=== block 1 ===
Figure 1. Sequential cells grouped by signal name (block 1).
Drawn at 2 px/um. Other sequential cells in the stronger gray, the rest of the logic in the fainter gray.
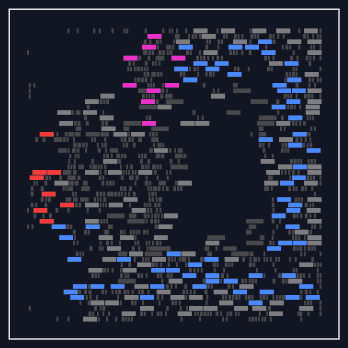

==> src/rtl/pkt_dmem_loader.sv <==
// pkt_dmem_loader
// Forwards every packet word through one register stage. Packets whose EtherType
// matches ETHERTYPE are also written into the CPU data memory write port, one
// 64-bit payload word per address starting at load_base. Writes happen only
// while the CPU is halted (cpu_en=0).
// Build option: define LOADER_STATS_EN to build the pkt_count / load_pkt_count
// statistics counters. When it is undefined, both outputs are tied to zero.
module pkt_dmem_loader #(
    parameter int          DATA_WIDTH = 64,
    parameter int          CTRL_WIDTH = DATA_WIDTH / 8,
    parameter int          ADDR_WIDTH = 8,
    parameter logic [15:0] ETHERTYPE  = 16'h88B5,
    parameter int          MAX_WORDS  = 256
) (
    input  logic                  clk,
    input  logic                  reset,
    input  logic [DATA_WIDTH-1:0] in_data,
    input  logic [CTRL_WIDTH-1:0] in_ctrl,
    input  logic                  in_wr,
    output logic                  in_rdy,
    output logic [DATA_WIDTH-1:0] out_data,
    output logic [CTRL_WIDTH-1:0] out_ctrl,
    output logic                  out_wr,
    input  logic                  out_rdy,
    input  logic                  load_en,
    input  logic                  cpu_en,
    input  logic [ADDR_WIDTH-1:0] load_base,
    output logic                  load_we,
    output logic [ADDR_WIDTH-1:0] load_addr,
    output logic [DATA_WIDTH-1:0] load_data,
    output logic                  load_done,
    output logic                  load_ovf,
    output logic [8:0]            load_words,
    output logic [31:0]           pkt_count,
    output logic [31:0]           load_pkt_count
);

    localparam logic [8:0] MAX_W = 9'(MAX_WORDS);

    typedef enum logic [2:0] {
        S_IDLE = 3'd0,
        S_HDR  = 3'd1,
        S_W1   = 3'd2,
        S_LOAD = 3'd3,
        S_PASS = 3'd4
    } state_t;

    state_t                state_r;
    logic [ADDR_WIDTH-1:0] base_r;   // load_base captured on entry to S_LOAD
    logic [8:0]            idx_r;    // payload word index n, stops at MAX_WORDS
    logic                  susp_r;   // CPU came up during this load: no more writes

    logic accept_s;
    logic eop_s;
    logic hdr_s;
    logic match_s;
    logic in_range_s;
    logic body0_s;
    logic load_start_s;

    assign in_rdy       = out_rdy;
    assign accept_s     = in_wr & out_rdy;
    assign eop_s        = (in_ctrl != {CTRL_WIDTH{1'b0}});
    assign hdr_s        = (in_ctrl == {CTRL_WIDTH{1'b1}});
    assign match_s      = (in_data[31:16] == ETHERTYPE);
    assign in_range_s   = (idx_r < MAX_W);
    assign body0_s      = accept_s & (state_r == S_HDR) & ~eop_s;
    assign load_start_s = accept_s & (state_r == S_W1) & ~eop_s & match_s & load_en & ~cpu_en;

    // Forward path: one register stage carrying every accepted word unchanged.
    always_ff @(posedge clk) begin
        if (reset) begin
            out_wr   <= 1'b0;
            out_data <= {DATA_WIDTH{1'b0}};
            out_ctrl <= {CTRL_WIDTH{1'b0}};
        end else begin
            out_wr <= accept_s;
            if (accept_s) begin
                out_data <= in_data;
                out_ctrl <= in_ctrl;
            end
        end
    end

    // Packet classifier and dmem write port; outputs line up with the forwarded word.
    always_ff @(posedge clk) begin
        if (reset) begin
            state_r    <= S_IDLE;
            base_r     <= {ADDR_WIDTH{1'b0}};
            idx_r      <= 9'd0;
            susp_r     <= 1'b0;
            load_we    <= 1'b0;
            load_addr  <= {ADDR_WIDTH{1'b0}};
            load_data  <= {DATA_WIDTH{1'b0}};
            load_done  <= 1'b0;
            load_ovf   <= 1'b0;
            load_words <= 9'd0;
        end else begin
            load_we   <= 1'b0;
            load_done <= 1'b0;
            case (state_r)
                S_IDLE: begin
                    // Only a module header starts classification, so a packet
                    // cut by reset is forwarded without being looked at.
                    if (accept_s && hdr_s) begin
                        state_r <= S_HDR;
                    end
                end
                S_HDR: begin
                    if (body0_s) begin
                        state_r <= S_W1;
                    end
                end
                S_W1: begin
                    if (accept_s) begin
                        if (eop_s) begin
                            state_r <= S_IDLE;
                        end else if (load_start_s) begin
                            state_r    <= S_LOAD;
                            base_r     <= load_base;
                            idx_r      <= 9'd0;
                            susp_r     <= 1'b0;
                            load_words <= 9'd0;
                            load_ovf   <= 1'b0;
                        end else begin
                            state_r <= S_PASS;
                        end
                    end
                end
                S_LOAD: begin
                    if (cpu_en) begin
                        susp_r <= 1'b1;
                    end
                    if (accept_s) begin
                        if (in_range_s) begin
                            idx_r <= idx_r + 9'd1;
                            if (!susp_r && !cpu_en) begin
                                load_we    <= 1'b1;
                                load_addr  <= base_r + ADDR_WIDTH'(idx_r);
                                load_data  <= in_data;
                                load_words <= load_words + 9'd1;
                            end
                        end else begin
                            load_ovf <= 1'b1;
                        end
                        if (eop_s) begin
                            load_done <= 1'b1;
                            state_r   <= S_IDLE;
                        end
                    end
                end
                S_PASS: begin
                    if (accept_s && eop_s) begin
                        state_r <= S_IDLE;
                    end
                end
                default: begin
                    state_r <= S_IDLE;
                end
            endcase
        end
    end

`ifdef LOADER_STATS_EN
    logic [31:0] pkt_count_r;
    logic [31:0] load_pkt_count_r;

    // Statistics: packets that reached body word 0, and packets captured as loads.
    always_ff @(posedge clk) begin
        if (reset) begin
            pkt_count_r      <= 32'd0;
            load_pkt_count_r <= 32'd0;
        end else begin
            if (body0_s) begin
                pkt_count_r <= pkt_count_r + 32'd1;
            end
            if (load_start_s) begin
                load_pkt_count_r <= load_pkt_count_r + 32'd1;
            end
        end
    end

    assign pkt_count      = pkt_count_r;
    assign load_pkt_count = load_pkt_count_r;
`else
    assign pkt_count      = 32'd0;
    assign load_pkt_count = 32'd0;
`endif

endmodule
==> config.mk <==
export PLATFORM = sky130hd
export DESIGN_NAME = pkt_dmem_loader
export DESIGN_NICKNAME = d
export VERILOG_FILES = /design/src/rtl/pkt_dmem_loader.sv
export SDC_FILE = /design/constraint.sdc
export NUM_CORES = 1
export LEC_CHECK = 0
export ABC_AREA = 1
export ABC_CLOCK_PERIOD_IN_PS = 4850
export CAP_MARGIN = 25
export CORE_MARGIN = 8
export CORE_UTILIZATION = 35
export DETAILED_ROUTE_END_ITERATION = 12
export DONT_BUFFER_PORTS = 1
export PLACE_DENSITY = 0.6
export RECOVER_POWER = 100
export SLEW_MARGIN = 10
export SYNTH_ARGS = -nofsm -noshare
export SYNTH_HDL_FRONTEND = slang
export SYNTH_SLANG_ARGS = --single-unit
==> constraint.sdc <==
create_clock -name clk -period 4.85 [get_ports clk]
set_clock_uncertainty 0.15 [all_clocks]
set_input_delay 0.97 -clock clk [delete_from_list [all_inputs] [get_ports clk]]
set_output_delay 0.97 -clock clk [all_outputs]
set_load 0.005 [all_outputs]
=== block 2 ===
**src/rtl/beat_sequencer_if.sv**
```systemverilog
// Command and beat-output bundle between the player control and the beat sequencer.
interface beat_sequencer_if #(
  parameter int STEPS    = 16,
  parameter int PERIOD_W = 28
);
  localparam int STEP_W = $clog2(STEPS);

  logic                start;
  logic                pause;
  logic                stop;
  logic                loop_en;
  logic [PERIOD_W-1:0] step_period;
  logic [STEPS-1:0]    pattern;
  logic [STEP_W-1:0]   step;
  logic                step_tick;
  logic                play;
  logic                running;
  logic                done;

  modport master (
    output start, pause, stop, loop_en, step_period, pattern,
    input  step, step_tick, play, running, done
  );

  modport slave (
    input  start, pause, stop, loop_en, step_period, pattern,
    output step, step_tick, play, running, done
  );
endinterface

```
**src/rtl/beat_sequencer.sv**
```systemverilog
// 16-step beat sequencer: programmable step period, start/pause/stop control,
// pattern-indexed play gate. Every output is registered from next-state values.
module beat_sequencer #(
  parameter int STEPS    = 16,
  parameter int PERIOD_W = 28,
  parameter int MIN_PER  = 2
) (
  input  logic             clock,
  input  logic             reset,
  beat_sequencer_if.slave  bus
);
  localparam int STEP_W = $clog2(STEPS);

  typedef enum logic [1:0] {IDLE, RUN, PAUSE} state_t;

  state_t              state, state_nxt;
  logic [PERIOD_W-1:0] cnt, cnt_nxt, per_q, per_nxt, per_in;
  logic [STEP_W-1:0]   step_nxt;
  logic                tick_nxt, done_nxt, play_nxt, running_nxt;
  logic                boundary, last;

  // Requested period clamped to the shortest supported step.
  assign per_in   = (bus.step_period < PERIOD_W'(MIN_PER)) ? PERIOD_W'(MIN_PER) : bus.step_period;
  assign boundary = (state == RUN) && (cnt == per_q - PERIOD_W'(1));
  assign last     = (bus.step == STEP_W'(STEPS - 1));

  // State register.
  always_ff @(posedge clock or negedge reset) begin
    if (!reset) state <= IDLE;
    else        state <= state_nxt;
  end

  // Next-state: stop beats pause beats start; a finished one-shot bar beats pause.
  always_comb begin
    state_nxt = state;
    if (bus.stop) state_nxt = IDLE;
    else begin
      case (state)
        IDLE:    if (bus.start) state_nxt = RUN;
        RUN:     if (boundary && last && !bus.loop_en) state_nxt = IDLE;
                 else if (bus.pause) state_nxt = PAUSE;
        PAUSE:   if (!bus.pause && bus.start) state_nxt = RUN;
        default: state_nxt = IDLE;
      endcase
    end
  end

  // Datapath and output next values. Pausing at a boundary still advances the
  // step but drops its tick, since resume never emits one.
  always_comb begin
    cnt_nxt  = cnt;
    step_nxt = bus.step;
    per_nxt  = per_q;
    tick_nxt = 1'b0;
    done_nxt = 1'b0;
    if (bus.stop) begin
      cnt_nxt  = '0;
      step_nxt = '0;
    end else begin
      case (state)
        IDLE: if (bus.start) begin
          cnt_nxt  = '0;
          step_nxt = '0;
          per_nxt  = per_in;
          tick_nxt = 1'b1;
        end
        RUN: if (boundary) begin
          cnt_nxt = '0;
          per_nxt = per_in;
          if (last && !bus.loop_en) begin
            step_nxt = '0;
            done_nxt = 1'b1;
          end else begin
            step_nxt = last ? '0 : bus.step + STEP_W'(1);
            tick_nxt = !bus.pause;
          end
        end else begin
          cnt_nxt = cnt + PERIOD_W'(1);
        end
        default: ;
      endcase
    end
    running_nxt = (state_nxt == RUN);
    play_nxt    = running_nxt && bus.pattern[step_nxt] && (cnt_nxt < (per_nxt >> 1));
  end

  // Output and datapath registers.
  always_ff @(posedge clock or negedge reset) begin
    if (!reset) begin
      cnt           <= '0;
      per_q         <= PERIOD_W'(MIN_PER);
      bus.step      <= '0;
      bus.step_tick <= 1'b0;
      bus.play      <= 1'b0;
      bus.running   <= 1'b0;
      bus.done      <= 1'b0;
    end else begin
      cnt           <= cnt_nxt;
      per_q         <= per_nxt;
      bus.step      <= step_nxt;
      bus.step_tick <= tick_nxt;
      bus.play      <= play_nxt;
      bus.running   <= running_nxt;
      bus.done      <= done_nxt;
    end
  end
endmodule

```
**src/flat_wrapper.sv**
```systemverilog
// flat-port wrapper written by rule: the top's interface ports become plain ports
module beat_sequencer_flat 
#(
  parameter int STEPS    = 16,
  parameter int PERIOD_W = 28,
  parameter int MIN_PER  = 2
)
  (clock, reset, bus_start, bus_pause, bus_stop, bus_loop_en, bus_step_period, bus_pattern, bus_step, bus_step_tick, bus_play, bus_running, bus_done);
  beat_sequencer_if #(.STEPS(STEPS), .PERIOD_W(PERIOD_W)) bus_i ();
  input  logic clock;
  input  logic reset;
  input wire logic [$bits(bus_i.start)-1:0] bus_start;
  input wire logic [$bits(bus_i.pause)-1:0] bus_pause;
  input wire logic [$bits(bus_i.stop)-1:0] bus_stop;
  input wire logic [$bits(bus_i.loop_en)-1:0] bus_loop_en;
  input wire logic [$bits(bus_i.step_period)-1:0] bus_step_period;
  input wire logic [$bits(bus_i.pattern)-1:0] bus_pattern;
  output wire logic [$bits(bus_i.step)-1:0] bus_step;
  output wire logic [$bits(bus_i.step_tick)-1:0] bus_step_tick;
  output wire logic [$bits(bus_i.play)-1:0] bus_play;
  output wire logic [$bits(bus_i.running)-1:0] bus_running;
  output wire logic [$bits(bus_i.done)-1:0] bus_done;
  assign bus_i.start = bus_start;
  assign bus_i.pause = bus_pause;
  assign bus_i.stop = bus_stop;
  assign bus_i.loop_en = bus_loop_en;
  assign bus_i.step_period = bus_step_period;
  assign bus_i.pattern = bus_pattern;
  assign bus_step = bus_i.step;
  assign bus_step_tick = bus_i.step_tick;
  assign bus_play = bus_i.play;
  assign bus_running = bus_i.running;
  assign bus_done = bus_i.done;
  beat_sequencer #(.STEPS(STEPS), .PERIOD_W(PERIOD_W), .MIN_PER(MIN_PER)) u_core (.clock(clock), .reset(reset), .bus(bus_i));
endmodule
```
**config.mk**
```make
export PLATFORM = sky130hd
export DESIGN_NAME = beat_sequencer_flat
export DESIGN_NICKNAME = d
export VERILOG_FILES = /design/src/rtl/beat_sequencer_if.sv /design/src/rtl/beat_sequencer.sv /design/src/flat_wrapper.sv
export SDC_FILE = /design/constraint.sdc
export NUM_CORES = 1
export LEC_CHECK = 0
export ABC_AREA = 0
export CORE_UTILIZATION = 35
export CTS_CLUSTER_DIAMETER = 50
export CTS_CLUSTER_SIZE = 20
export DETAILED_ROUTE_END_ITERATION = 8
export PLACE_DENSITY = 0.58
export SLEW_MARGIN = 10
export SYNTH_ARGS = -nofsm -noshare
export SYNTH_HDL_FRONTEND = slang
export SYNTH_SLANG_ARGS = --single-unit
```
**constraint.sdc**
```tcl
create_clock -name clock -period 15.95 [get_ports clock]
set_input_delay 2.3925 -clock clock [delete_from_list [all_inputs] [get_ports clock]]
set_output_delay 2.3925 -clock clock [all_outputs]
set_load 0.01 [all_outputs]
```
=== block 3 ===
$ cat src/rtl/alu_seq_ctrl_pkg.sv
// Shared constants and state encoding for the register-file/ALU sequencer.
// Latency: n/a (declarations only). Backpressure: n/a.
// Contents: default operand/address widths shared with ALU and register file, FSM state type.
package alu_seq_pkg;

  // Default widths, shared with the ALU and register file.
  localparam int ALU_OP_W  = 4;
  localparam int RF_ADDR_W = 5;

  // State encoding is exposed on state_o for the LED display, so the values are fixed.
  localparam int STATE_W = 3;

  typedef enum logic [STATE_W-1:0] {
    S_IDLE = 3'd0,
    S_READ = 3'd1,
    S_EXEC = 3'd2,
    S_WB   = 3'd3,
    S_DONE = 3'd4
  } state_t;

endpackage

$ cat src/rtl/alu_seq_ctrl_if.sv
// Command channel into the sequencer: one command per valid/ready handshake.
// Latency: n/a (wiring only). Backpressure: cmd_ready low means the command is dropped, not queued.
// Signals: cmd_valid/cmd_ready handshake, cmd_op, cmd_ra, cmd_rb, cmd_wa, cmd_we payload.
interface alu_seq_ctrl_if
  import alu_seq_pkg::*;
#(
  parameter int OP_W   = ALU_OP_W,
  parameter int ADDR_W = RF_ADDR_W
);

  logic              cmd_valid;
  logic              cmd_ready;
  logic [OP_W-1:0]   cmd_op;
  logic [ADDR_W-1:0] cmd_ra;
  logic [ADDR_W-1:0] cmd_rb;
  logic [ADDR_W-1:0] cmd_wa;
  logic              cmd_we;

  modport master (
    output cmd_valid, cmd_op, cmd_ra, cmd_rb, cmd_wa, cmd_we,
    input  cmd_ready
  );

  modport slave (
    input  cmd_valid, cmd_op, cmd_ra, cmd_rb, cmd_wa, cmd_we,
    output cmd_ready
  );

endinterface

$ cat src/rtl/alu_seq_ctrl_step_edge.sv
// Rising-edge detector for the (already synchronized) step button.
// Latency: step_rise is combinational from step, one cycle wide. Backpressure: none.
// Ports: clk, rst (sync, active-high), step in, step_rise out.
module step_edge (
  input  logic clk,
  input  logic rst,
  input  logic step,
  output logic step_rise
);

  logic step_q;

  always_ff @(posedge clk) begin
    if (rst) begin
      step_q <= 1'b0;
    end else begin
      step_q <= step;
    end
  end

  // A held button yields a single pulse: only the 0->1 transition counts.
  assign step_rise = step & ~step_q;

endmodule

$ cat src/rtl/alu_seq_ctrl.sv
// Sequencer driving the regfile/ALU datapath through READ -> EXEC -> WB -> DONE.
// Latency: free-run handshake at edge N gives rr_en@N+1, f_en@N+2, reg_write@N+3, done@N+4, ready@N+5.
// Backpressure: cmd_ready only in IDLE; commands offered while busy are ignored.
// Ports: clk/rst (sync, active-high); cmd (slave command channel); step_mode/step debug advance;
//        r_addr_a/r_addr_b/w_addr/alu_op held datapath controls; rr_en/f_en/reg_write/done
//        one-cycle phase enables; busy and state_o status.
module alu_seq_ctrl
  import alu_seq_pkg::*;
#(
  parameter int OP_W   = ALU_OP_W,
  parameter int ADDR_W = RF_ADDR_W
) (
  input  logic               clk,
  input  logic               rst,
  alu_seq_ctrl_if.slave      cmd,
  input  logic               step_mode,
  input  logic               step,
  output logic [ADDR_W-1:0]  r_addr_a,
  output logic [ADDR_W-1:0]  r_addr_b,
  output logic [ADDR_W-1:0]  w_addr,
  output logic [OP_W-1:0]    alu_op,
  output logic               rr_en,
  output logic               f_en,
  output logic               reg_write,
  output logic               busy,
  output logic               done,
  output logic [STATE_W-1:0] state_o
);

  state_t state;
  state_t state_nxt;
  logic   step_rise;
  logic   adv;
  logic   hs;
  logic   we_q;

  step_edge u_step_edge (
    .clk       (clk),
    .rst       (rst),
    .step      (step),
    .step_rise (step_rise)
  );

  // In free-run every busy cycle advances; in step mode only a fresh button press does.
  assign adv = ~step_mode | step_rise;

  assign cmd.cmd_ready = (state == S_IDLE);
  assign hs            = cmd.cmd_valid & cmd.cmd_ready;
  assign busy          = (state != S_IDLE);
  assign state_o       = state;

  always_ff @(posedge clk) begin
    if (rst) begin
      state <= S_IDLE;
    end else begin
      state <= state_nxt;
    end
  end

  // Command fields stay visible to the datapath until the next accepted command.
  always_ff @(posedge clk) begin
    if (rst) begin
      r_addr_a <= '0;
      r_addr_b <= '0;
      w_addr   <= '0;
      alu_op   <= '0;
      we_q     <= 1'b0;
    end else if (hs) begin
      r_addr_a <= cmd.cmd_ra;
      r_addr_b <= cmd.cmd_rb;
      w_addr   <= cmd.cmd_wa;
      alu_op   <= cmd.cmd_op;
      we_q     <= cmd.cmd_we;
    end
  end

  // Each phase enable fires only in the cycle that leaves its state, so it is one cycle wide.
  always_comb begin
    state_nxt = state;
    rr_en     = 1'b0;
    f_en      = 1'b0;
    reg_write = 1'b0;
    done      = 1'b0;
    case (state)
      S_IDLE: begin
        if (hs) state_nxt = S_READ;
      end
      S_READ: begin
        if (adv) begin
          rr_en     = 1'b1;
          state_nxt = S_EXEC;
        end
      end
      S_EXEC: begin
        if (adv) begin
          f_en      = 1'b1;
          state_nxt = S_WB;
        end
      end
      S_WB: begin
        // WB consumes an advance even when nothing is written back.
        if (adv) begin
          reg_write = we_q;
          state_nxt = S_DONE;
        end
      end
      S_DONE: begin
        if (adv) begin
          done      = 1'b1;
          state_nxt = S_IDLE;
        end
      end
      default: state_nxt = S_IDLE;
    endcase
    // A reset cycle aborts the transaction: the phase that would have completed is not issued.
    if (rst) begin
      rr_en     = 1'b0;
      f_en      = 1'b0;
      reg_write = 1'b0;
      done      = 1'b0;
    end
  end

endmodule

$ cat src/flat_wrapper.sv
// flat-port wrapper written by rule: the top's interface ports become plain ports
module alu_seq_ctrl_flat import alu_seq_pkg::*;
#(
  parameter int OP_W   = ALU_OP_W,
  parameter int ADDR_W = RF_ADDR_W
)
  (clk, rst, step_mode, step, r_addr_a, r_addr_b, w_addr, alu_op, rr_en, f_en, reg_write, busy, done, state_o, cmd_cmd_valid, cmd_cmd_op, cmd_cmd_ra, cmd_cmd_rb, cmd_cmd_wa, cmd_cmd_we, cmd_cmd_ready);
  alu_seq_ctrl_if #(.OP_W(OP_W), .ADDR_W(ADDR_W)) cmd_i ();
  input  logic clk;
  input  logic rst;
  input  logic step_mode;
  input  logic step;
  output logic [ADDR_W-1:0] r_addr_a;
  output logic [ADDR_W-1:0] r_addr_b;
  output logic [ADDR_W-1:0] w_addr;
  output logic [OP_W-1:0] alu_op;
  output logic rr_en;
  output logic f_en;
  output logic reg_write;
  output logic busy;
  output logic done;
  output logic [STATE_W-1:0] state_o;
  input wire logic [$bits(cmd_i.cmd_valid)-1:0] cmd_cmd_valid;
  input wire logic [$bits(cmd_i.cmd_op)-1:0] cmd_cmd_op;
  input wire logic [$bits(cmd_i.cmd_ra)-1:0] cmd_cmd_ra;
  input wire logic [$bits(cmd_i.cmd_rb)-1:0] cmd_cmd_rb;
  input wire logic [$bits(cmd_i.cmd_wa)-1:0] cmd_cmd_wa;
  input wire logic [$bits(cmd_i.cmd_we)-1:0] cmd_cmd_we;
  output wire logic [$bits(cmd_i.cmd_ready)-1:0] cmd_cmd_ready;
  assign cmd_i.cmd_valid = cmd_cmd_valid;
  assign cmd_i.cmd_op = cmd_cmd_op;
  assign cmd_i.cmd_ra = cmd_cmd_ra;
  assign cmd_i.cmd_rb = cmd_cmd_rb;
  assign cmd_i.cmd_wa = cmd_cmd_wa;
  assign cmd_i.cmd_we = cmd_cmd_we;
  assign cmd_cmd_ready = cmd_i.cmd_ready;
  alu_seq_ctrl #(.OP_W(OP_W), .ADDR_W(ADDR_W)) u_core (.clk(clk), .rst(rst), .cmd(cmd_i), .step_mode(step_mode), .step(step), .r_addr_a(r_addr_a), .r_addr_b(r_addr_b), .w_addr(w_addr), .alu_op(alu_op), .rr_en(rr_en), .f_en(f_en), .reg_write(reg_write), .busy(busy), .done(done), .state_o(state_o));
endmodule
$ cat config.mk
export PLATFORM = sky130hd
export DESIGN_NAME = alu_seq_ctrl_flat
export DESIGN_NICKNAME = d
export VERILOG_FILES = /design/src/rtl/alu_seq_ctrl_pkg.sv /design/src/rtl/alu_seq_ctrl_if.sv /design/src/rtl/alu_seq_ctrl_step_edge.sv /design/src/rtl/alu_seq_ctrl.sv /design/src/flat_wrapper.sv
export SDC_FILE = /design/constraint.sdc
export NUM_CORES = 1
export LEC_CHECK = 0
export CORE_UTILIZATION = 25
export CTS_BUF_LIST = sky130_fd_sc_hd__clkbuf_2
export CTS_CLUSTER_DIAMETER = 60
export DETAILED_ROUTE_END_ITERATION = 8
export PLACE_DENSITY = 0.57
export SLEW_MARGIN = 5
export SYNTH_ARGS = -nofsm -noshare
export SYNTH_HDL_FRONTEND = slang
export SYNTH_SLANG_ARGS = --single-unit
export TNS_END_PERCENT = 100
$ cat constraint.sdc
create_clock -name clk -period 1.9 [get_ports clk]
set_clock_uncertainty 0.15 [all_clocks]
set_input_delay 0.38 -clock clk [delete_from_list [all_inputs] [get_ports clk]]
set_output_delay 0.38 -clock clk [all_outputs]
set_load 0.01 [all_outputs]
=== block 4 ===
### src/rtl/alu_share_arbiter_if.sv
// Request, response and ALU-side signals of the shared-ALU arbiter.
// master: issue logic, response consumer and ALU; slave: the arbiter.
interface alu_share_arbiter_if #(
    parameter int unsigned DATA_W = 32
);
    logic              req0_valid_i;
    logic              req0_ready_o;
    logic [DATA_W-1:0] req0_data1_i;
    logic [DATA_W-1:0] req0_data2_i;
    logic [2:0]        req0_ctrl_i;

    logic              req1_valid_i;
    logic              req1_ready_o;
    logic [DATA_W-1:0] req1_data1_i;
    logic [DATA_W-1:0] req1_data2_i;
    logic [2:0]        req1_ctrl_i;

    logic              resp_valid_o;
    logic              resp_ready_i;
    logic              resp_id_o;
    logic [DATA_W-1:0] resp_data_o;
    logic              resp_err_o;

    logic [DATA_W-1:0] alu_data1_o;
    logic [DATA_W-1:0] alu_data2_o;
    logic [2:0]        alu_ctrl_o;
    logic [DATA_W-1:0] alu_data_i;

    modport master (
        output req0_valid_i, req0_data1_i, req0_data2_i, req0_ctrl_i,
        output req1_valid_i, req1_data1_i, req1_data2_i, req1_ctrl_i,
        output resp_ready_i, alu_data_i,
        input  req0_ready_o, req1_ready_o,
        input  resp_valid_o, resp_id_o, resp_data_o, resp_err_o,
        input  alu_data1_o, alu_data2_o, alu_ctrl_o
    );

    modport slave (
        input  req0_valid_i, req0_data1_i, req0_data2_i, req0_ctrl_i,
        input  req1_valid_i, req1_data1_i, req1_data2_i, req1_ctrl_i,
        input  resp_ready_i, alu_data_i,
        output req0_ready_o, req1_ready_o,
        output resp_valid_o, resp_id_o, resp_data_o, resp_err_o,
        output alu_data1_o, alu_data2_o, alu_ctrl_o
    );
endinterface

### src/rtl/alu_share_arbiter.sv
// Round-robin sharing of one ALU between two requesters; one op in flight,
// mul held on the ALU ports for MUL_CYCLES cycles, result on a valid/ready channel.
module alu_share_arbiter #(
    parameter int unsigned DATA_W     = 32,
    parameter int unsigned MUL_CYCLES = 3
) (
    input logic                clk_i,
    input logic                rst_i,
    alu_share_arbiter_if.slave bus
);
    localparam int unsigned CntW        = (MUL_CYCLES > 1) ? $clog2(MUL_CYCLES) : 1;
    localparam logic [2:0]  CtrlMul     = 3'b101;
    localparam logic [2:0]  CtrlIllegal = 3'b111;

    typedef enum logic [1:0] {StIdle, StExec, StResp} state_e;

    state_e            r_state;
    logic              r_last_grant;
    logic [CntW-1:0]   r_cnt;
    logic              r_resp_valid;
    logic              r_resp_id;
    logic [DATA_W-1:0] r_resp_data;
    logic              r_resp_err;
    logic [DATA_W-1:0] r_alu_data1;
    logic [DATA_W-1:0] r_alu_data2;
    logic [2:0]        r_alu_ctrl;

    logic              w_grant0;
    logic              w_grant1;
    logic              w_hs;
    logic              w_id;
    logic [DATA_W-1:0] w_data1;
    logic [DATA_W-1:0] w_data2;
    logic [2:0]        w_ctrl;

    // When both are valid, the requester that did not win last time gets the grant.
    assign w_grant0 = bus.req0_valid_i & (~bus.req1_valid_i | r_last_grant);
    assign w_grant1 = bus.req1_valid_i & (~bus.req0_valid_i | ~r_last_grant);
    assign w_hs     = ~rst_i & (r_state == StIdle) & (w_grant0 | w_grant1);
    assign w_id     = w_grant1;
    assign w_data1  = w_id ? bus.req1_data1_i : bus.req0_data1_i;
    assign w_data2  = w_id ? bus.req1_data2_i : bus.req0_data2_i;
    assign w_ctrl   = w_id ? bus.req1_ctrl_i  : bus.req0_ctrl_i;

    assign bus.req0_ready_o = ~rst_i & (r_state == StIdle) & w_grant0;
    assign bus.req1_ready_o = ~rst_i & (r_state == StIdle) & w_grant1;
    assign bus.resp_valid_o = r_resp_valid;
    assign bus.resp_id_o    = r_resp_id;
    assign bus.resp_data_o  = r_resp_data;
    assign bus.resp_err_o   = r_resp_err;
    assign bus.alu_data1_o  = r_alu_data1;
    assign bus.alu_data2_o  = r_alu_data2;
    assign bus.alu_ctrl_o   = r_alu_ctrl;

    always_ff @(posedge clk_i or posedge rst_i) begin
        if (rst_i) begin
            r_state      <= StIdle;
            r_last_grant <= 1'b1;
            r_cnt        <= '0;
            r_resp_valid <= 1'b0;
            r_resp_id    <= 1'b0;
            r_resp_data  <= '0;
            r_resp_err   <= 1'b0;
            r_alu_data1  <= '0;
            r_alu_data2  <= '0;
            r_alu_ctrl   <= '0;
        end else begin
            case (r_state)
                StIdle: begin
                    if (w_hs) begin
                        r_last_grant <= w_id;
                        r_resp_id    <= w_id;
                        if (w_ctrl == CtrlIllegal) begin
                            // Illegal code never reaches the ALU; its ports keep old values.
                            r_resp_data  <= '0;
                            r_resp_err   <= 1'b1;
                            r_resp_valid <= 1'b1;
                            r_state      <= StResp;
                        end else begin
                            r_alu_data1 <= w_data1;
                            r_alu_data2 <= w_data2;
                            r_alu_ctrl  <= w_ctrl;
                            r_cnt       <= (w_ctrl == CtrlMul) ? CntW'(MUL_CYCLES - 1) : '0;
                            r_state     <= StExec;
                        end
                    end
                end
                StExec: begin
                    if (r_cnt == '0) begin
                        r_resp_data  <= bus.alu_data_i;
                        r_resp_err   <= 1'b0;
                        r_resp_valid <= 1'b1;
                        r_state      <= StResp;
                    end else begin
                        r_cnt <= r_cnt - 1'b1;
                    end
                end
                StResp: begin
                    if (bus.resp_ready_i) begin
                        r_resp_valid <= 1'b0;
                        r_state      <= StIdle;
                    end
                end
                default: r_state <= StIdle;
            endcase
        end
    end
endmodule

### src/flat_wrapper.sv
// flat-port wrapper written by rule: the top's interface ports become plain ports
module alu_share_arbiter_flat 
#(
    parameter int unsigned DATA_W     = 32,
    parameter int unsigned MUL_CYCLES = 3
)
  (clk_i, rst_i, bus_req0_valid_i, bus_req0_data1_i, bus_req0_data2_i, bus_req0_ctrl_i, bus_req1_valid_i, bus_req1_data1_i, bus_req1_data2_i, bus_req1_ctrl_i, bus_resp_ready_i, bus_alu_data_i, bus_req0_ready_o, bus_req1_ready_o, bus_resp_valid_o, bus_resp_id_o, bus_resp_data_o, bus_resp_err_o, bus_alu_data1_o, bus_alu_data2_o, bus_alu_ctrl_o);
  alu_share_arbiter_if #(.DATA_W(DATA_W)) bus_i ();
  input logic clk_i;
  input logic rst_i;
  input wire logic [$bits(bus_i.req0_valid_i)-1:0] bus_req0_valid_i;
  input wire logic [$bits(bus_i.req0_data1_i)-1:0] bus_req0_data1_i;
  input wire logic [$bits(bus_i.req0_data2_i)-1:0] bus_req0_data2_i;
  input wire logic [$bits(bus_i.req0_ctrl_i)-1:0] bus_req0_ctrl_i;
  input wire logic [$bits(bus_i.req1_valid_i)-1:0] bus_req1_valid_i;
  input wire logic [$bits(bus_i.req1_data1_i)-1:0] bus_req1_data1_i;
  input wire logic [$bits(bus_i.req1_data2_i)-1:0] bus_req1_data2_i;
  input wire logic [$bits(bus_i.req1_ctrl_i)-1:0] bus_req1_ctrl_i;
  input wire logic [$bits(bus_i.resp_ready_i)-1:0] bus_resp_ready_i;
  input wire logic [$bits(bus_i.alu_data_i)-1:0] bus_alu_data_i;
  output wire logic [$bits(bus_i.req0_ready_o)-1:0] bus_req0_ready_o;
  output wire logic [$bits(bus_i.req1_ready_o)-1:0] bus_req1_ready_o;
  output wire logic [$bits(bus_i.resp_valid_o)-1:0] bus_resp_valid_o;
  output wire logic [$bits(bus_i.resp_id_o)-1:0] bus_resp_id_o;
  output wire logic [$bits(bus_i.resp_data_o)-1:0] bus_resp_data_o;
  output wire logic [$bits(bus_i.resp_err_o)-1:0] bus_resp_err_o;
  output wire logic [$bits(bus_i.alu_data1_o)-1:0] bus_alu_data1_o;
  output wire logic [$bits(bus_i.alu_data2_o)-1:0] bus_alu_data2_o;
  output wire logic [$bits(bus_i.alu_ctrl_o)-1:0] bus_alu_ctrl_o;
  assign bus_i.req0_valid_i = bus_req0_valid_i;
  assign bus_i.req0_data1_i = bus_req0_data1_i;
  assign bus_i.req0_data2_i = bus_req0_data2_i;
  assign bus_i.req0_ctrl_i = bus_req0_ctrl_i;
  assign bus_i.req1_valid_i = bus_req1_valid_i;
  assign bus_i.req1_data1_i = bus_req1_data1_i;
  assign bus_i.req1_data2_i = bus_req1_data2_i;
  assign bus_i.req1_ctrl_i = bus_req1_ctrl_i;
  assign bus_i.resp_ready_i = bus_resp_ready_i;
  assign bus_i.alu_data_i = bus_alu_data_i;
  assign bus_req0_ready_o = bus_i.req0_ready_o;
  assign bus_req1_ready_o = bus_i.req1_ready_o;
  assign bus_resp_valid_o = bus_i.resp_valid_o;
  assign bus_resp_id_o = bus_i.resp_id_o;
  assign bus_resp_data_o = bus_i.resp_data_o;
  assign bus_resp_err_o = bus_i.resp_err_o;
  assign bus_alu_data1_o = bus_i.alu_data1_o;
  assign bus_alu_data2_o = bus_i.alu_data2_o;
  assign bus_alu_ctrl_o = bus_i.alu_ctrl_o;
  alu_share_arbiter #(.DATA_W(DATA_W), .MUL_CYCLES(MUL_CYCLES)) u_core (.clk_i(clk_i), .rst_i(rst_i), .bus(bus_i));
endmodule
### config.mk
export PLATFORM = sky130hd
export DESIGN_NAME = alu_share_arbiter_flat
export DESIGN_NICKNAME = d
export VERILOG_FILES = /design/src/rtl/alu_share_arbiter_if.sv /design/src/rtl/alu_share_arbiter.sv /design/src/flat_wrapper.sv
export SDC_FILE = /design/constraint.sdc
export NUM_CORES = 1
export LEC_CHECK = 0
export CAP_MARGIN = 25
export CORE_MARGIN = 2
export CORE_UTILIZATION = 30
export CTS_CLUSTER_DIAMETER = 50
export DETAILED_ROUTE_END_ITERATION = 10
export PLACE_DENSITY = 0.74
export SLEW_MARGIN = 20
export SYNTH_ARGS = -nofsm -noshare
export SYNTH_HDL_FRONTEND = slang
export SYNTH_SLANG_ARGS = --single-unit
### constraint.sdc
create_clock -name clk_i -period 9 [get_ports clk_i]
set_input_delay 1.35 -clock clk_i [delete_from_list [all_inputs] [get_ports clk_i]]
set_output_delay 1.35 -clock clk_i [all_outputs]
set_load 0.02 [all_outputs]

==> layout pictures side by side <==
Sequential cells grouped by signal name.
Plate I
Drawn at 3 px/um. Other sequential cells in the stronger gray, the rest of the logic in the fainter gray.
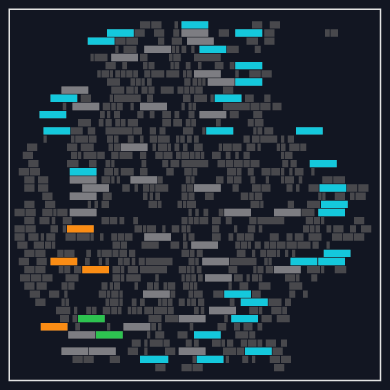
Plate II
Drawn at 3 px/um. Other sequential cells in the stronger gray, the rest of the logic in the fainter gray.
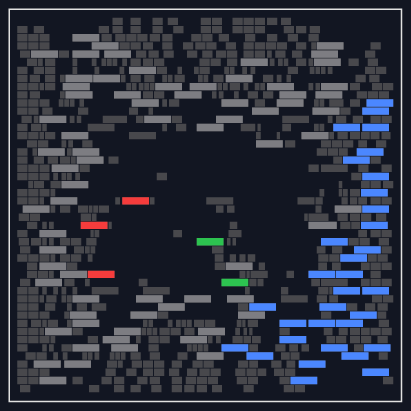
Plate III
Drawn at 6 px/um. Other sequential cells in the stronger gray, the rest of the logic in the fainter gray.
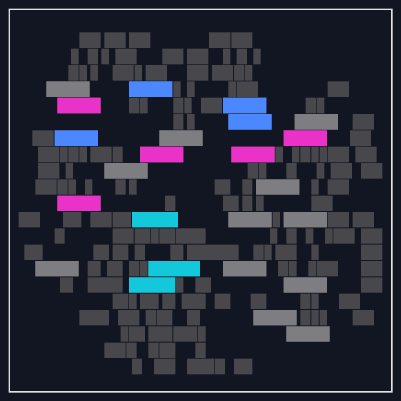
- Plate III = block 3
- Plate I = block 2
- Plate II = block 4
- smallest die: Plate III
- most sequential cells: Plate II

Figure 2. Cell outlines without signal wires (block 3).
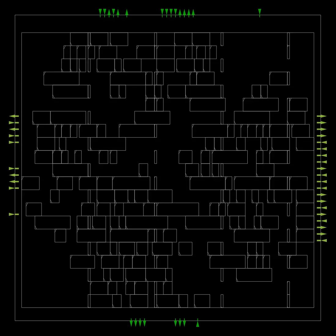
Tapcells: 46
Core Box Area: 3470 um2
Finished Layout Cells: 225
Seq area share: 0.300
Layout Utilization: 0.468

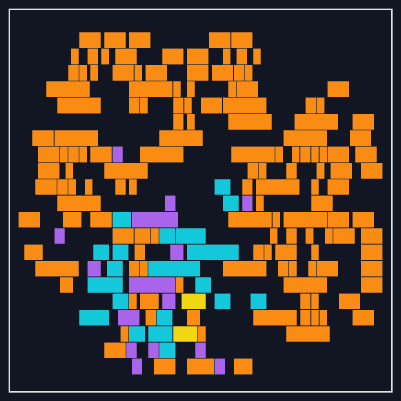
Figure 3: block 3, cell sizes after repair.
Drawn at 6 px/um.
[orange] drive 1 or less | cells: 142 | most used: nand2_1
[purple] drive 2 | cells: 15 | most used: buf_2
[yellow] drive 6 and up | cells: 2 | most used: buf_6
[cyan] drive 3 to 4 | cells: 20 | most used: buf_4
PnR worst setup slack: 0.0323 ns
post-route design area: 1620 um2

==> run notes, block 3 <==
impl run done, here's what came out: Compound Share, Synth 0.144, Die Y 63.5 um, Max FO, Critical Path 3, Hold EP u_core.alu_op[0], gr usage total 0.128, ys cells 117, MUX area fraction 0.0106, count of tool warnings 27, class of the worst hold path register to register, Mapped Area 946 um2, Leading power group sequential cells, met2 GRT Util 0.211, CTS tree yes, Crit path depth 4, Psw 0.299 mW, yosys stat area 946 um2, Clock power frac 0.165, via/cell ratio 4.36, worst hold margin 0.317 ns, DRT iter0 DRCs 37, outcome finished clean, Synth top area share 0.508
## block 3: cell type report
cell class / count / share of cell area
timing repair buffer: 67 / 0.376
sequential: 24 / 0.300
multi-input combinational: 84 / 0.277
tap: 46 / 0.0355
inverter: 1 / 0.00231
clock buffer: 3 / 0.00926
## block 3: state kept, by name, indices dropped and copies added (netlist names)
register / flops
u_core.u_step_edge.step_q: 1
u_core.w_addr: 5
u_core.state_o: 3
u_core.r_addr_b: 5
u_core.r_addr_a: 5
u_core.alu_op: 4
u_core.we_q: 1
## block 3: synth_stat cells, drive strengths merged
master,number
inv,1
nand2,43
a311o,1
nor3,2
nand2b,1
o32ai,1
nand3,2
nor4b,1
nor2b,1
a21boi,1
dfxtp,24
buf,5
a21oi,20
or3,2
or4b,1
a21bo,1
and2,1
mux2i,1
nor2,5
clkbuf,3
## block 3: how the worst max path moves through the flow
stage | start | slack, ns | endpoint
5_1_grt | u_core.state_o[2] | -0.04 | rr_en
4_1_cts | u_core.state_o[1] | 0.001 | done
3_5_place_dp | step | -0.50 | f_en
3_3_place_gp | step | -0.47 | f_en
6_report | step_mode | 0.03 | done
2_1_floorplan | rst | 0.35 | f_en
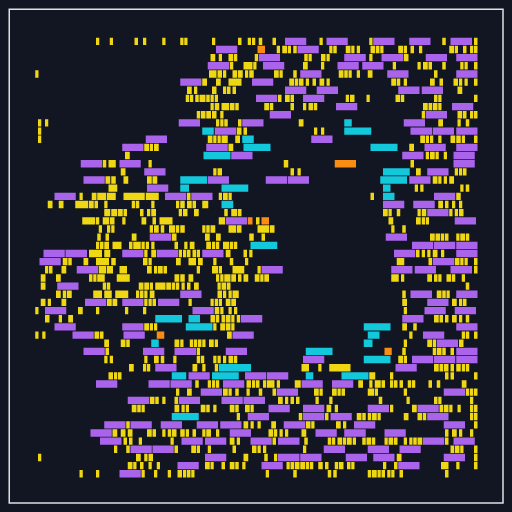
Figure 4: block 1, cells colored by class.
Drawn at 3 px/um.
[cyan] clock drivers and dummy loads | cells: 31
[orange] other buffers and delay cells | cells: 6
[yellow] all other logic | cells: 790
[purple] flip-flops | cells: 178
post-route design area: 8080 um2
Core Box Area: 21700 um2

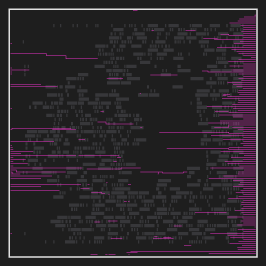
Figure 5: block 1, signal wires on met3.
Drawn at 1.5 px/um. Cells faint in the background.
nets with wire on the layer: 172
wire length on this layer: 2650 um
main direction: horizontal
share of all routed wire: 12%
GR met3 Demand/Resource: 0.0684
Vias: 6201
WL final: 22800 um

About Figure 1:
[blue] load_data | flops: 64 | where: all over the die
[magenta] load_words | flops: 9 | where: top center
[red] base_r | flops: 8 | where: middle left
not colored: 97
Seq area share: 0.441
Layout Utilization: 0.372
P_seq: 1.55 mW
Flop area: 3560 um2

==> run notes, block 1 <==
impl run done, here's what came out: num ports 308, Num CTS Buffers 17, MUX area fraction 0, maxcap violations 1, final slew viol count 79, registers 178, Post-synth top cells 199 x nor2_1, 188 x nand2_1, 178 x dfxtp_1, yosys stat area 7680 um2, Crit path required time 5.04 ns, HP Start susp_r, Worst Max-Slew Pin Slew 1.73 ns, DR WL met3 2650 um, Root Driver clkbuf_16, fmax 313 MHz, failing checks max-capacitance violations, max-slew violations, count of tool warnings 26, vias in the first global route 5651, Final min period 3.19 ns, area fraction in xor and xnor cells 0.00684, outcome finished, violations left, Final Hold Viols 0, hold path cells 2, Avg Cell Area, Syn 7.49 um2, placer congestion estimate 0.772, gr usage total 0.160, Non-CTS buffers 6, PwrDens 386 nW/um2
## block 1: per-stage QoR
| step | util | hold slack, ns | instance area [um2] | std cells | worst slack, ns |
|---|---|---|---|---|---|
| 3_3_place_gp | 0.348 | 0.296 | 7540 | 1254 | 2.08 |
| 5_1_grt | 0.372 | 0.346 | 8080 | 1285 | 1.31 |
| 4_1_cts | 0.375 | 0.313 | 8130 | 1285 | 2.28 |
| 6_report | 0.372 | 0.315 | 8080 | 1285 | 1.66 |
| 2_1_floorplan | - | 0.291 | 7920 | 1088 | 2.61 |
| 3_5_place_dp | 0.348 | 0.301 | 7540 | 1254 | 2.02 |
## block 1: placed cells by master, fill, tap and decap left out, drive strengths merged
cell	synthesis	routed
ha	9	9
xnor2	3	3
nor3	6	6
nor2	206	206
xor2	3	3
a21oi	95	95
conb	1	64
o21a	1	1
nand3b	5	5
bufinv	0	1
clkinv	1	1
nand2	197	197
a211oi	5	5
nand4	6	6
nor4	1	1
clkinvlp	0	4
fa	1	1
inv	44	52
clkbuf	33	19
a31oi	2	2
dfxtp	178	178
or2	4	4
o21ai	99	99
o211ai	1	1
a21o	2	2
buf	87	5
nand3	34	34
o21bai	1	1
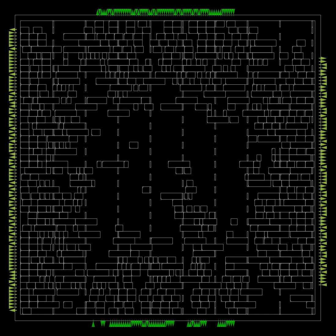
Figure 6: block 4, cell outlines without signal wires.
Seq area share: 0.336
Cell Rows: 46
Core Box Area: 15700 um2

==> run notes, block 4 <==
impl run done, here's what came out: VDD IR max 156 uV, yosys adder share 0.00262, area fraction in xor and xnor cells 0, PwrDens 305 nW/um2, largest net degree at the start of global routing 69, clk ins delay skew pair 0.35 ns, outcome finished clean, Vias 4342, Bufs on Longest Clock Path 2, number of enable flip-flop cells 0, syn_nets 593, Async SR Flop Fraction 1.00, initial antenna violation count 0, YS warnings 0, Setup Viol. Count Final 0, biggest area cells dfrtp_1 55%, mux2i_1 14%, o21ai_0 12%, Root Driver clkbuf_16, crit share post-route 0.537, CTS tree yes, n_diodes 0, Num CTS Buffers 9, Slew Limit Headroom 0.423, maxcap violations 0, ys cells 421, post-synthesis register bit count 107, r2r worst-path depth 7
-- block 4: layout by cell type (no fill, tap or decap), drive strengths merged --
cell type and n:
clkdlybuf4s50 274, ha 1, clkinvlp 1, o221a 1, o21ai 138, clkinv 2, nand2 6, buf 7
nor2 2, inv 8, and2 2, dfstp 1, a31oi 1, a211o 1, nand3 2, nand2b 2
a21o 1, nor3 2, mux2i 69, a21boi 1, clkbuf 12, a21oi 5, a22o 32, nand3b 1
dfrtp 106, o31ai 2, nor2b 2
-- block 4: metal layers --
layer,wire [um],vias to the layer above,track usage
met4,212,0,0.0519
li1,-,2046,-
met2,7480,203,0.303
met5,0,-,0
met1,5700,2078,0.200
met3,1490,15,0.0623
-- block 4: power by group --
group	internal, mW	switching, mW	leakage, nW
logic	0.596	0.621	1.84
registers	0.703	0.126	1.34
clock network	0.205	0.180	0.139
total	1.50	0.928	3.31
-- block 4: final cells by class --
cell class	count	area [um2]
inverter	7	28.8
clock buffer	12	256
sequential	107	2680
tap	216	270
fill	1402	7740
clock inverter	4	33.8
multi-input combinational	271	1910
timing repair buffer	281	2800
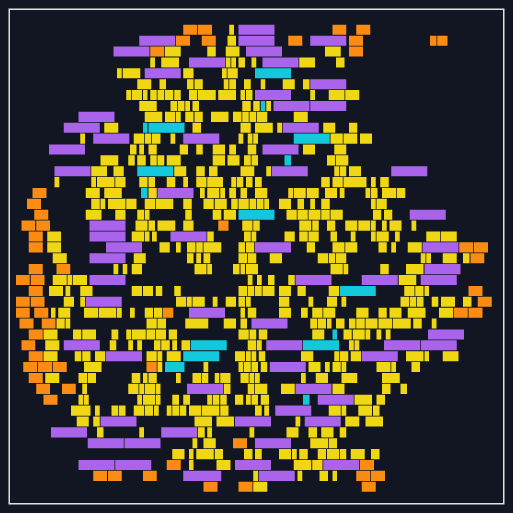
Figure 7: block 2, cells colored by class.
Drawn at 4 px/um.
[cyan] clock drivers and dummy loads | cells: 16
[orange] other buffers and delay cells | cells: 61
[yellow] all other logic | cells: 508
[purple] flip-flops | cells: 66
Core Box Area: 14100 um2
Seq area share: 0.271
post-route design area: 6110 um2
Cell Rows: 43
Layout Utilization: 0.433

==> run notes, block 2 <==
impl run done, here's what came out: outcome finished clean, CP max stage cell nand2b_1, Finished Layout Cells 831, Max FO, Critical Path 24, clk ins delay skew pair 0.33 ns, ANT nets after route 0, CTS H-tree depth 3, Top cells excl fill/tap 65 x dfrtp_1, 56 x clkdlybuf4s50_1, 50 x nor2_1, 45 x inv_1, 39 x o21ai_0, Layout Skew 0.00813 ns, final slew viol count 0, Clock net power 0.182 mW, PwrDens 88.5 nW/um2, synthesized instance count 604, crit share post-route 0.434, critical path class register to register, post-CTS sizing 0, Root Driver clkbuf_16, GR met3 Demand/Resource 0.0429, Combinational Power 0.142 mW, worst flop-to-flop path startpoint u_core.per_q[3], vias in the first global route 4587, class of the worst hold path register to register, number of enable flip-flop cells 0, Crit path required time 16.20 ns, Worst EP arrival 7.17 ns, worst reg2reg setup slack 9.03 ns, initial antenna violation count 0, Starting Density 0.365
[block 2: synthesized netlist by cell type, types with 9 or more instances]
cell	instances
a21oi_1	17
o21ai_0	39
mux2_2	9
nor2_1	50
nor3_1	15
nand2b_1	14
or3_1	10
ha_1	29
nand2_1	34
nor4_1	17
xor2_1	15
nand3_1	24
inv_1	45
nand4_1	15
xnor2_1	24
dfrtp_1	65
o31ai_1	10
nor2b_1	13
mux2i_1	33
clkbuf_1	22
[block 2: cell type report]
class,instances,area share
repair buffers,61,0.0975
clock inverters,3,0.00246
flip-flops and latches,66,0.271
clock buffers,13,0.0410
inverters,45,0.0277
well taps,180,0.0369
multi-input cells,463,0.524
[block 2: layer usage]
layer	share of wire	vias up
met5	0	-
met4	0.017	0
met3	0.058	18
met2	0.45	160
met1	0.47	2272
li1	-	2260
[block 2: final timing paths]
path | cells after the start | end
hold reg to reg | 2 | u_core.per_q[27]
min in group asynchronous | 2 | u_core.per_q[24]
hold / removal | 2 | u_core.per_q[27]
setup reg to reg | 24 | u_core.bus.play
setup / recovery | 24 | u_core.bus.play
max in group asynchronous | 2 | u_core.cnt[10]


==> screenshots <==
Cell sizes after repair.
picture 1
Drawn at 3 px/um.
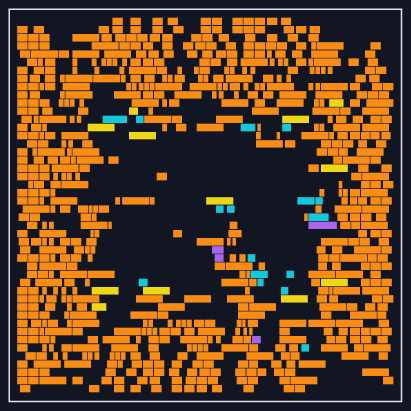
picture 2
Drawn at 3 px/um.
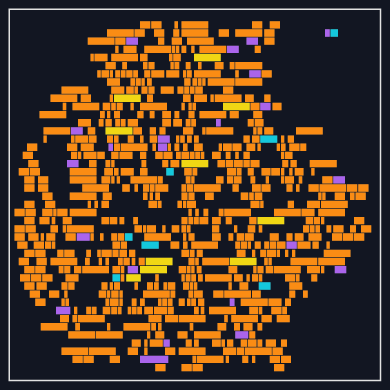
picture 3
Drawn at 2 px/um.
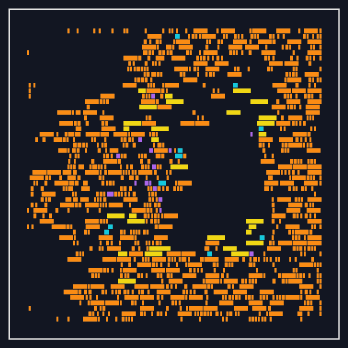
- block 2 = picture 2
- block 1 = picture 3
- block 4 = picture 1
Of these, largest die: picture 3
Of these, most cells: picture 3


## Gallery

Signal wires on met3.
panel A
Drawn at 2 px/um. Cells faint in the background.
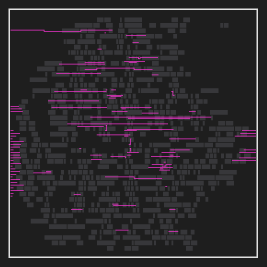
panel B
Drawn at 4 px/um. Cells faint in the background.
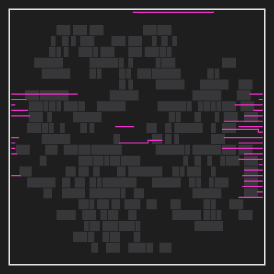
panel C
Drawn at 2 px/um. Cells faint in the background.
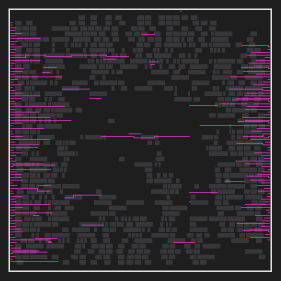
Of these, smallest die: panel B
- panel A = block 2
- panel C = block 4
- panel B = block 3

Key to panel C:
share of all routed wire: 10%
main direction: horizontal
wire length on this layer: 1490 um
nets with wire on the layer: 173
longest straight run: 34.9 um

Power and IR drop assume default switching activity.
